######## design 1 ########
Fig. 1: design 1, cell classes on the final placement
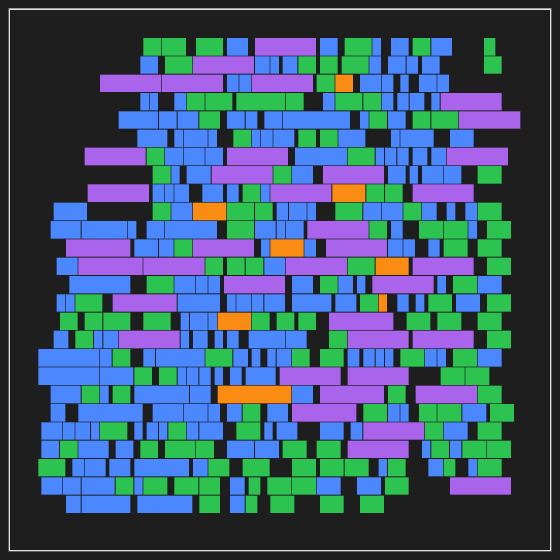

[src/rtl/lcd_pkg.sv]
// Shared constants and types for the lcd_* display blocks.
// Word format, arbiter state encoding and RGB565 colours.
package lcd_pkg;

  localparam int   LCD_DW  = 9;
  localparam logic DC_CMD  = 1'b0;
  localparam logic DC_DATA = 1'b1;

  localparam logic [4:0] ARB_IDLE  = 5'b00001;
  localparam logic [4:0] ARB_ISSUE = 5'b00010;
  localparam logic [4:0] ARB_WAIT  = 5'b00100;
  localparam logic [4:0] ARB_GAP   = 5'b01000;
  localparam logic [4:0] ARB_HOLD  = 5'b10000;

  typedef enum logic [4:0] {
    ST_IDLE  = ARB_IDLE,
    ST_ISSUE = ARB_ISSUE,
    ST_WAIT  = ARB_WAIT,
    ST_GAP   = ARB_GAP,
    ST_HOLD  = ARB_HOLD
  } arb_state_t;

  typedef struct packed {
    logic       dc;
    logic [7:0] val;
  } lcd_word_t;

  localparam logic [15:0] RGB_BLACK   = 16'h0000;
  localparam logic [15:0] RGB_WHITE   = 16'hFFFF;
  localparam logic [15:0] RGB_RED     = 16'hF800;
  localparam logic [15:0] RGB_GREEN   = 16'h07E0;
  localparam logic [15:0] RGB_BLUE    = 16'h001F;
  localparam logic [15:0] RGB_YELLOW  = 16'hFFE0;
  localparam logic [15:0] RGB_CYAN    = 16'h07FF;
  localparam logic [15:0] RGB_MAGENTA = 16'hF81F;
  localparam logic [15:0] RGB_GRAY    = 16'h8410;

  function automatic logic [LCD_DW-1:0] lcd_cmd(
    input logic [7:0] b
  );
    return {DC_CMD, b};
  endfunction

  function automatic logic [LCD_DW-1:0] lcd_dat(
    input logic [7:0] b
  );
    return {DC_DATA, b};
  endfunction

endpackage

[src/rtl/lcd_write_arbiter_rr_pick.sv]
// Combinational round-robin select: first request at or after ptr.
// Generic, shared by any bus arbiter in the display path.
module rr_pick #(
  parameter int N  = 3,
  parameter int PW = 2
) (
  input  logic [N-1:0]  req,
  input  logic [PW-1:0] ptr,
  output logic [N-1:0]  gnt,
  output logic          valid
);

  int idx;

  always_comb begin
    gnt   = '0;
    valid = 1'b0;
    idx   = 0;
    for (int k = 0; k < N; k++) begin
      idx = int'(ptr) + k;
      if (idx >= N) idx = idx - N;
      if (!valid && req[idx]) begin
        gnt[idx] = 1'b1;
        valid    = 1'b1;
      end
    end
  end

endmodule

[src/rtl/lcd_write_arbiter.sv]
// Shares the single lcd_write engine between the lcd_* sources.
// Owner keeps the bus for a whole sequence until it releases.
module lcd_write_arbiter
  import lcd_pkg::*;
#(
  parameter int          NUM_REQ = 3,
  parameter int          DATA_W  = 9,
  parameter logic [15:0] TIMEOUT = 16'd50000
) (
  input  logic                      sys_clk,
  input  logic                      sys_rst_n,
  input  logic [NUM_REQ-1:0]        req_en,
  input  logic [NUM_REQ*DATA_W-1:0] req_data,
  input  logic [NUM_REQ-1:0]        req_release,
  output logic [NUM_REQ-1:0]        req_wr_done,
  output logic [NUM_REQ-1:0]        grant,
  output logic                      lcd_en_write,
  output logic [DATA_W-1:0]         lcd_data,
  input  logic                      lcd_wr_done,
  output logic                      busy,
  output logic                      timeout_err
);

  localparam int PW = (NUM_REQ > 1) ? $clog2(NUM_REQ) : 1;

  arb_state_t          state;
  logic [PW-1:0]       ptr;
  logic [15:0]         wd;
  logic                rel_pend;

  logic [NUM_REQ-1:0]  pick;
  logic                pick_vld;
  logic [PW-1:0]       pick_idx;
  logic [PW-1:0]       ptr_nxt;
  logic [DATA_W-1:0]   own_word;
  logic                own_req;
  logic                own_rel;
  logic                wd_exp;
  logic                wr_end;

  rr_pick #(
    .N  (NUM_REQ),
    .PW (PW)
  ) u_pick (
    .req   (req_en),
    .ptr   (ptr),
    .gnt   (pick),
    .valid (pick_vld)
  );

  always_comb begin
    pick_idx = '0;
    for (int i = 0; i < NUM_REQ; i++)
      if (pick[i]) pick_idx = PW'(i);
  end

  assign ptr_nxt = (pick_idx == PW'(NUM_REQ - 1)) ?
                   '0 : pick_idx + 1'b1;

  always_comb begin
    own_word = '0;
    for (int i = 0; i < NUM_REQ; i++)
      if (grant[i]) own_word = own_word | req_data[i*DATA_W +: DATA_W];
  end

  assign own_req = |(req_en & grant);
  assign own_rel = |(req_release & grant);
  assign wd_exp  = (wd == TIMEOUT - 16'd1);

  // Completion (or abort) goes straight back to the owner, no extra flop.
  assign wr_end      = (state == ST_WAIT) && (lcd_wr_done || wd_exp);
  assign req_wr_done = wr_end ? grant : '0;
  assign busy        = |grant;

  always_ff @(posedge sys_clk or negedge sys_rst_n) begin
    if (!sys_rst_n) begin
      state        <= ST_IDLE;
      grant        <= '0;
      ptr          <= '0;
      wd           <= '0;
      rel_pend     <= 1'b0;
      lcd_en_write <= 1'b0;
      lcd_data     <= '0;
      timeout_err  <= 1'b0;
    end else begin
      lcd_en_write <= 1'b0;
      unique case (state)
        ST_IDLE: begin
          if (pick_vld) begin
            grant    <= pick;
            ptr      <= ptr_nxt;
            rel_pend <= 1'b0;
            state    <= ST_ISSUE;
          end
        end
        ST_ISSUE: begin
          lcd_data     <= own_word;
          lcd_en_write <= 1'b1;
          wd           <= '0;
          rel_pend     <= rel_pend | own_rel;
          state        <= ST_WAIT;
        end
        ST_WAIT: begin
          rel_pend <= rel_pend | own_rel;
          if (lcd_wr_done) begin
            state <= ST_GAP;
          end else if (wd_exp) begin
            timeout_err <= 1'b1;
            state       <= ST_GAP;
          end else begin
            wd <= wd + 16'd1;
          end
        end
        // Owner still holds req_en here for the word just finished.
        ST_GAP: begin
          if (rel_pend || own_rel) begin
            grant    <= '0;
            rel_pend <= 1'b0;
            state    <= ST_IDLE;
          end else begin
            state <= ST_HOLD;
          end
        end
        ST_HOLD: begin
          if (own_rel) begin
            grant <= '0;
            state <= ST_IDLE;
          end else if (own_req) begin
            state <= ST_ISSUE;
          end
        end
        default: begin
          grant <= '0;
          state <= ST_IDLE;
        end
      endcase
    end
  end

endmodule

[config.mk]
export PLATFORM = sky130hd
export DESIGN_NAME = lcd_write_arbiter
export DESIGN_NICKNAME = d
export VERILOG_FILES = /design/src/rtl/lcd_pkg.sv /design/src/rtl/lcd_write_arbiter_rr_pick.sv /design/src/rtl/lcd_write_arbiter.sv
export SDC_FILE = /design/constraint.sdc
export NUM_CORES = 1
export LEC_CHECK = 0
export CAP_MARGIN = 20
export CORE_MARGIN = 4
export CORE_UTILIZATION = 46
export DETAILED_ROUTE_END_ITERATION = 8
export PLACE_DENSITY = 0.77
export SETUP_SLACK_MARGIN = 0.3
export SLEW_MARGIN = 10
export SYNTH_ARGS = -nofsm -noshare
export SYNTH_HDL_FRONTEND = slang
export SYNTH_HIERARCHICAL = 1
export SYNTH_SLANG_ARGS = --single-unit
[constraint.sdc]
create_clock -name sys_clk -period 2.05 [get_ports sys_clk]
set_input_delay 0.41 -clock sys_clk [delete_from_list [all_inputs] [get_ports sys_clk]]
set_output_delay 0.41 -clock sys_clk [all_outputs]
set_load 0.01 [all_outputs]
######## design 2 ########
`src/rtl/vga_config.sv`:
```
// vga_config: register block holding the active VGA timing set; a bus write selects one of three preset modes.
module vga_config #(
  parameter int CONFIG_WIDTH = 4,
  parameter logic [CONFIG_WIDTH-1:0] CONFIG_ADDR = 4'b1011,
  parameter int HL_MARGIN_WIDTH = 8,
  parameter int HR_MARGIN_WIDTH = 6,
  parameter int VL_MARGIN_WIDTH = 6,
  parameter int VR_MARGIN_WIDTH = 4,
  parameter int REZ_MAX_WIDTH = 11,
  parameter int PULSE_WIDTH = 8
) (
  input  logic                       Clk,
  input  logic                       Rst,
  input  logic                       Valid,
  input  logic [CONFIG_WIDTH-1:0]    Addr,
  input  logic [CONFIG_WIDTH-1:0]    Data,
  output logic                       Load_config,
  output logic [HL_MARGIN_WIDTH-1:0] H_left_margin,
  output logic [HR_MARGIN_WIDTH-1:0] H_right_margin,
  output logic [VL_MARGIN_WIDTH-1:0] V_left_margin,
  output logic [VR_MARGIN_WIDTH-1:0] V_right_margin,
  output logic [REZ_MAX_WIDTH-1:0]   H_count_max,
  output logic [PULSE_WIDTH-1:0]     H_sync_pulse,
  output logic [REZ_MAX_WIDTH-1:0]   V_count_max,
  output logic [PULSE_WIDTH-1:0]     V_sync_pulse
);
  logic                       w_accept;
  logic [1:0]                 w_mode;
  logic [HL_MARGIN_WIDTH-1:0] w_hl;
  logic [HR_MARGIN_WIDTH-1:0] w_hr;
  logic [VL_MARGIN_WIDTH-1:0] w_vl;
  logic [VR_MARGIN_WIDTH-1:0] w_vr;
  logic [REZ_MAX_WIDTH-1:0]   w_hm;
  logic [PULSE_WIDTH-1:0]     w_hs;
  logic [REZ_MAX_WIDTH-1:0]   w_vm;
  logic [PULSE_WIDTH-1:0]     w_vs;
  assign w_accept = Valid && (Addr == CONFIG_ADDR) && (Data[CONFIG_WIDTH-1:2] == '0) && (Data[1:0] != 2'b11);
  // Reset forces the 640x480 table entry through the same load path
  assign w_mode = Rst ? 2'b00 : Data[1:0];
  always_comb begin
    w_hl = w_mode == 2'd2 ? HL_MARGIN_WIDTH'(160)  : w_mode == 2'd1 ? HL_MARGIN_WIDTH'(88)  : HL_MARGIN_WIDTH'(48);
    w_hr = w_mode == 2'd2 ? HR_MARGIN_WIDTH'(24)   : w_mode == 2'd1 ? HR_MARGIN_WIDTH'(40)  : HR_MARGIN_WIDTH'(16);
    w_vl = w_mode == 2'd2 ? VL_MARGIN_WIDTH'(29)   : w_mode == 2'd1 ? VL_MARGIN_WIDTH'(23)  : VL_MARGIN_WIDTH'(33);
    w_vr = w_mode == 2'd2 ? VR_MARGIN_WIDTH'(3)    : w_mode == 2'd1 ? VR_MARGIN_WIDTH'(1)   : VR_MARGIN_WIDTH'(10);
    w_hm = w_mode == 2'd2 ? REZ_MAX_WIDTH'(1343)   : w_mode == 2'd1 ? REZ_MAX_WIDTH'(1055)  : REZ_MAX_WIDTH'(799);
    w_hs = w_mode == 2'd2 ? PULSE_WIDTH'(136)      : w_mode == 2'd1 ? PULSE_WIDTH'(128)     : PULSE_WIDTH'(96);
    w_vm = w_mode == 2'd2 ? REZ_MAX_WIDTH'(805)    : w_mode == 2'd1 ? REZ_MAX_WIDTH'(627)   : REZ_MAX_WIDTH'(524);
    w_vs = w_mode == 2'd2 ? PULSE_WIDTH'(6)        : w_mode == 2'd1 ? PULSE_WIDTH'(4)       : PULSE_WIDTH'(2);
  end
  always_ff @(posedge Clk) begin
    Load_config <= !Rst && w_accept;
    if (Rst || w_accept) begin
      H_left_margin  <= w_hl;
      H_right_margin <= w_hr;
      V_left_margin  <= w_vl;
      V_right_margin <= w_vr;
      H_count_max    <= w_hm;
      H_sync_pulse   <= w_hs;
      V_count_max    <= w_vm;
      V_sync_pulse   <= w_vs;
    end
  end
endmodule

```
`config.mk`:
```
export PLATFORM = sky130hd
export DESIGN_NAME = vga_config
export DESIGN_NICKNAME = d
export VERILOG_FILES = /design/src/rtl/vga_config.sv
export SDC_FILE = /design/constraint.sdc
export NUM_CORES = 1
export LEC_CHECK = 0
export ABC_CLOCK_PERIOD_IN_PS = 1500
export CORE_ASPECT_RATIO = 2
export CORE_UTILIZATION = 26
export CTS_CLUSTER_DIAMETER = 100
export DETAILED_ROUTE_END_ITERATION = 8
export GPL_TIMING_DRIVEN = 0
export HOLD_SLACK_MARGIN = 0.02
export PLACE_DENSITY = 0.77
export SLEW_MARGIN = 20
export SYNTH_ARGS = -nofsm -noshare
export SYNTH_HDL_FRONTEND = slang
export SYNTH_SLANG_ARGS = --single-unit
```
`constraint.sdc`:
```
create_clock -name Clk -period 1.5 [get_ports Clk]
set_input_delay 0.3 -clock Clk [delete_from_list [all_inputs] [get_ports Clk]]
set_output_delay 0.3 -clock Clk [all_outputs]
set_load 0.005 [all_outputs]
```

## Gallery

Congestion heat map.
image #1
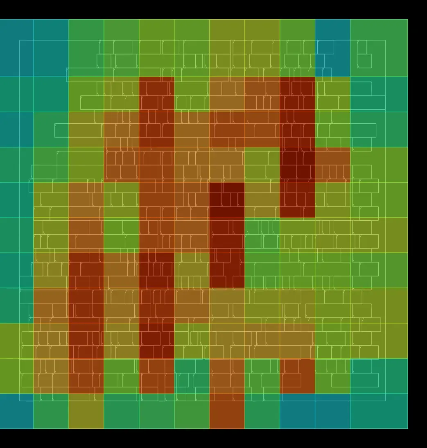
image #2
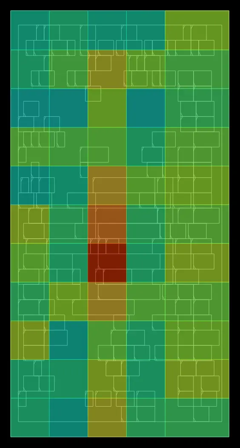
- design 2 = image #2
- design 1 = image #1
- highest utilization: image #1

Fig. 2: design 1, signal metal coverage by tile
Scale bar: 20 microns. 16 x 16 tiles, from dark blue (low) to red (high), scaled to the fullest tile. Values are wire area over tile area, all layers added.
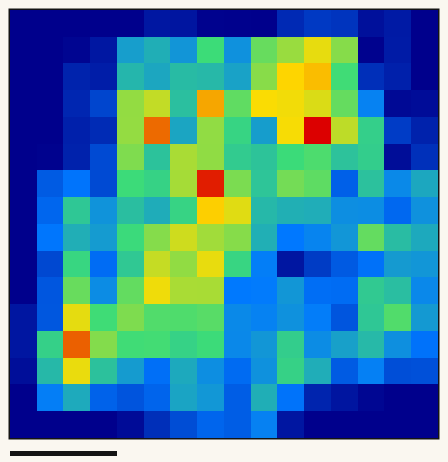
mean over tiles: 0.21
emptiest ninth of the die: upper left
nearly empty tiles: 16%

## Picture notes: Fig. 1
| class | colour | cells | share of their area |
|---|---|---|---|
| clock drivers and dummy loads | orange | 8 | 2.9% |
| combinational and other logic | blue | 210 | 42% |
| other buffers and delay cells | green | 127 | 30% |
| flops | purple | 38 | 25% |

==> ci_impl_report.md, design 1 <==
### Yosys + OpenROAD results

| Metric | Value |
|---|---|
| Clock latency (worst-skew pair) | around 0.29 ns |
| Initial DRC count | around 270 |
| Startpoint type of the worst setup path | register |
| Max Clock Skew | about 0.0064 ns |
| Vias in the first global route | between 2k and 3k |
| Final worst slack | -0.388 ns |
| Failing checks | negative setup slack |
| Final number of setup-violating endpoints | 8 |
| Max-cap violation count | 0 |
| IO Pins | between 50 and 60 |
| Instance count on the critical path | 6 |
| Fa+ha+maj area frac | approximately 2.6% |
| Post-place instance area | 3330 sq um |
| Number of nets in the final layout | approximately 420 |
| Outcome | finished with violations |
| Global-route wire length before repair | between 10000 and 15000 microns |
[design 1: layer usage]
metal	track usage (%)	routed length (microns)	share of wire, %
met5	0	0	0
met4	9.29	185	2.3
met3	5.49	513	6.2
met2	44.6	4240	52
met1	31.2	3280	40
[design 1: sequential cells by signal, indices dropped and copies added, names as in the netlist]
signal / count
grant: 3
lcd_data: 9
lcd_en_write: 1
ptr: 2
rel_pend: 1
state: 5
timeout_err: 1
wd: 16
[design 1: area by class of cell]
class | count | area, sq um | area share, %
multi-input combinational | 195 | 1560 | 39.7
timing repair buffer | 127 | 1150 | 29.3
sequential | 38 | 958 | 24.4
tap | 70 | 87.6 | 2.23
clock buffer | 6 | 72.6 | 1.85
inverter | 15 | 61.3 | 1.56
clock inverter | 2 | 37.5 | 0.956
[design 1: power groups by stage]
stage	sequential (mW)	combinational (mW)	clock [mW]
4_1_cts	1.02	2.31	0.640
6_report	1.03	2.68	0.638
5_1_grt	1.05	2.87	0.687
3_3_place_gp	1.07	1.82	0
2_1_floorplan	1.06	1.18	0
3_5_place_dp	1.07	1.88	0
Fig. 3: design 2, cell classes on the final placement
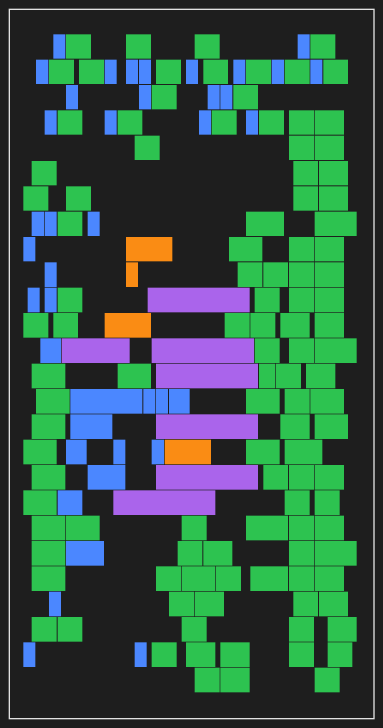
| class | colour | cells | share of their area |
|---|---|---|---|
| clock drivers and dummy loads | orange | 4 | 3.3% |
| flops | purple | 7 | 15% |
| other buffers and delay cells | green | 109 | 67% |
| combinational and other logic | blue | 40 | 15% |

Fig. 4: design 2, drive-strength map
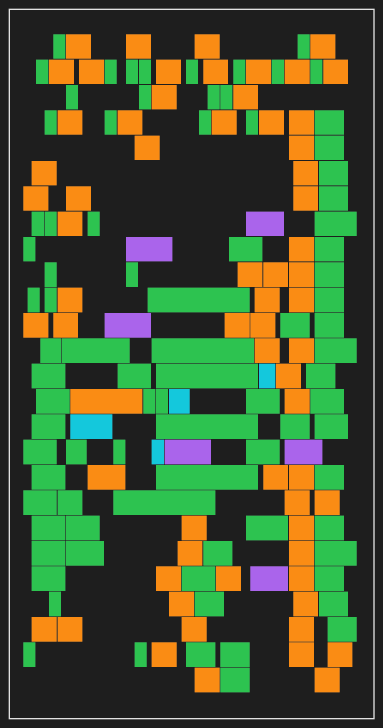
| size | colour | cells |
|---|---|---|
| _6 and larger | purple | 6 |
| _3 and _4 cells | orange | 65 |
| _0 and _1 cells | green | 85 |
| _2 cells | cyan | 4 |

==> ci_impl_report.md, design 2 <==
### Yosys + OpenROAD results

| Metric | Value |
|---|---|
| Number of placed cells counting well taps | approximately 180 |
| Maximum buffer depth of the clock tree | 2 |
| Commonest register cell after synthesis | sky130_fd_sc_hd__edfxtp_1 |
| Outcome | finished clean |
| Most utilized layer in the global route result | met2 |
| Synth Area in Simple Gates | between 9 and 10% |
| Detailed route wirelength on metal2 | 910 microns |
| Most popular library cell in the synthesized design by count | sky130_fd_sc_hd__buf_4 |
| Die height | ~76 microns |
| Unrepaired setup endpoints after global routing | yes |
| Floorplan Core Area | between 2000 and 3000 sq um |
| Clock sink count | 7 |
| Reported net switching power | approximately 0.19 mW |
| Vias in the first global route | 519 |
| Count of unique library cells instantiated by Yosys | 15 |
| Most common logic cell in the routed design | sky130_fd_sc_hd__buf_4 |
| Hold_buf cts | 0 |
| Hold WC Path Type | in -> reg |
| Initial DRC count | 5 |
| Average cell area after synthesis | 9.25 sq um |
| Via count of the routed design | between 600 and 700 |
| Commonest cells after routing, fill and taps aside | sky130_fd_sc_hd__buf_4, sky130_fd_sc_hd__conb_1, sky130_fd_sc_hd__dlygate4sd2_1 |
| Signal arrival time at the worst endpoint | between 1 and 1.5 ns |
design 2: layout make-up:
type                            count  area (sq um)
Fill cell                         254          1170
Inverter                            3          11.3
Timing Repair Buffer               54           503
Sequential cell                     7           200
Multi-Input combinational cell     37           191
Tap cell                           28          35.0
Buffer                             55           413
Clock buffer                        4          45.0
design 2: critical path: stages, from the launching register on:
cell	delay, ns
sky130_fd_sc_hd__edfxtp_1	0.42
sky130_fd_sc_hd__buf_4	0.16
sky130_fd_sc_hd__buf_4	0.11
sky130_fd_sc_hd__dlygate4sd2_1	0.25
design 2: what timing repair did:
action | 4_1_cts | 5_1_grt
buffers inserted | 8 | 1
hold endpoints to repair | 0 | 0
pin swaps | 1 | 0
resized | 33 | 10
endpoints found under the setup margin | 37 | 13
design 2: power by group through the flow:
stage          sequential, mW  clock [mW]  combinational, mW
2_1_floorplan           0.248           0              0.174
3_3_place_gp            0.248           0              0.343
3_5_place_dp            0.249           0              0.350
4_1_cts                 0.239       0.263              0.341
5_1_grt                 0.242       0.281              0.379
6_report                0.240       0.256              0.347
design 2: sequential cells by signal, indices dropped and copies added, names as in the netlist:
signal         count
V_count_max        4
Load_config        1
H_left_margin      1
V_left_margin      1

Power figures rest on the tool's default switching activity, not on a simulated workload.
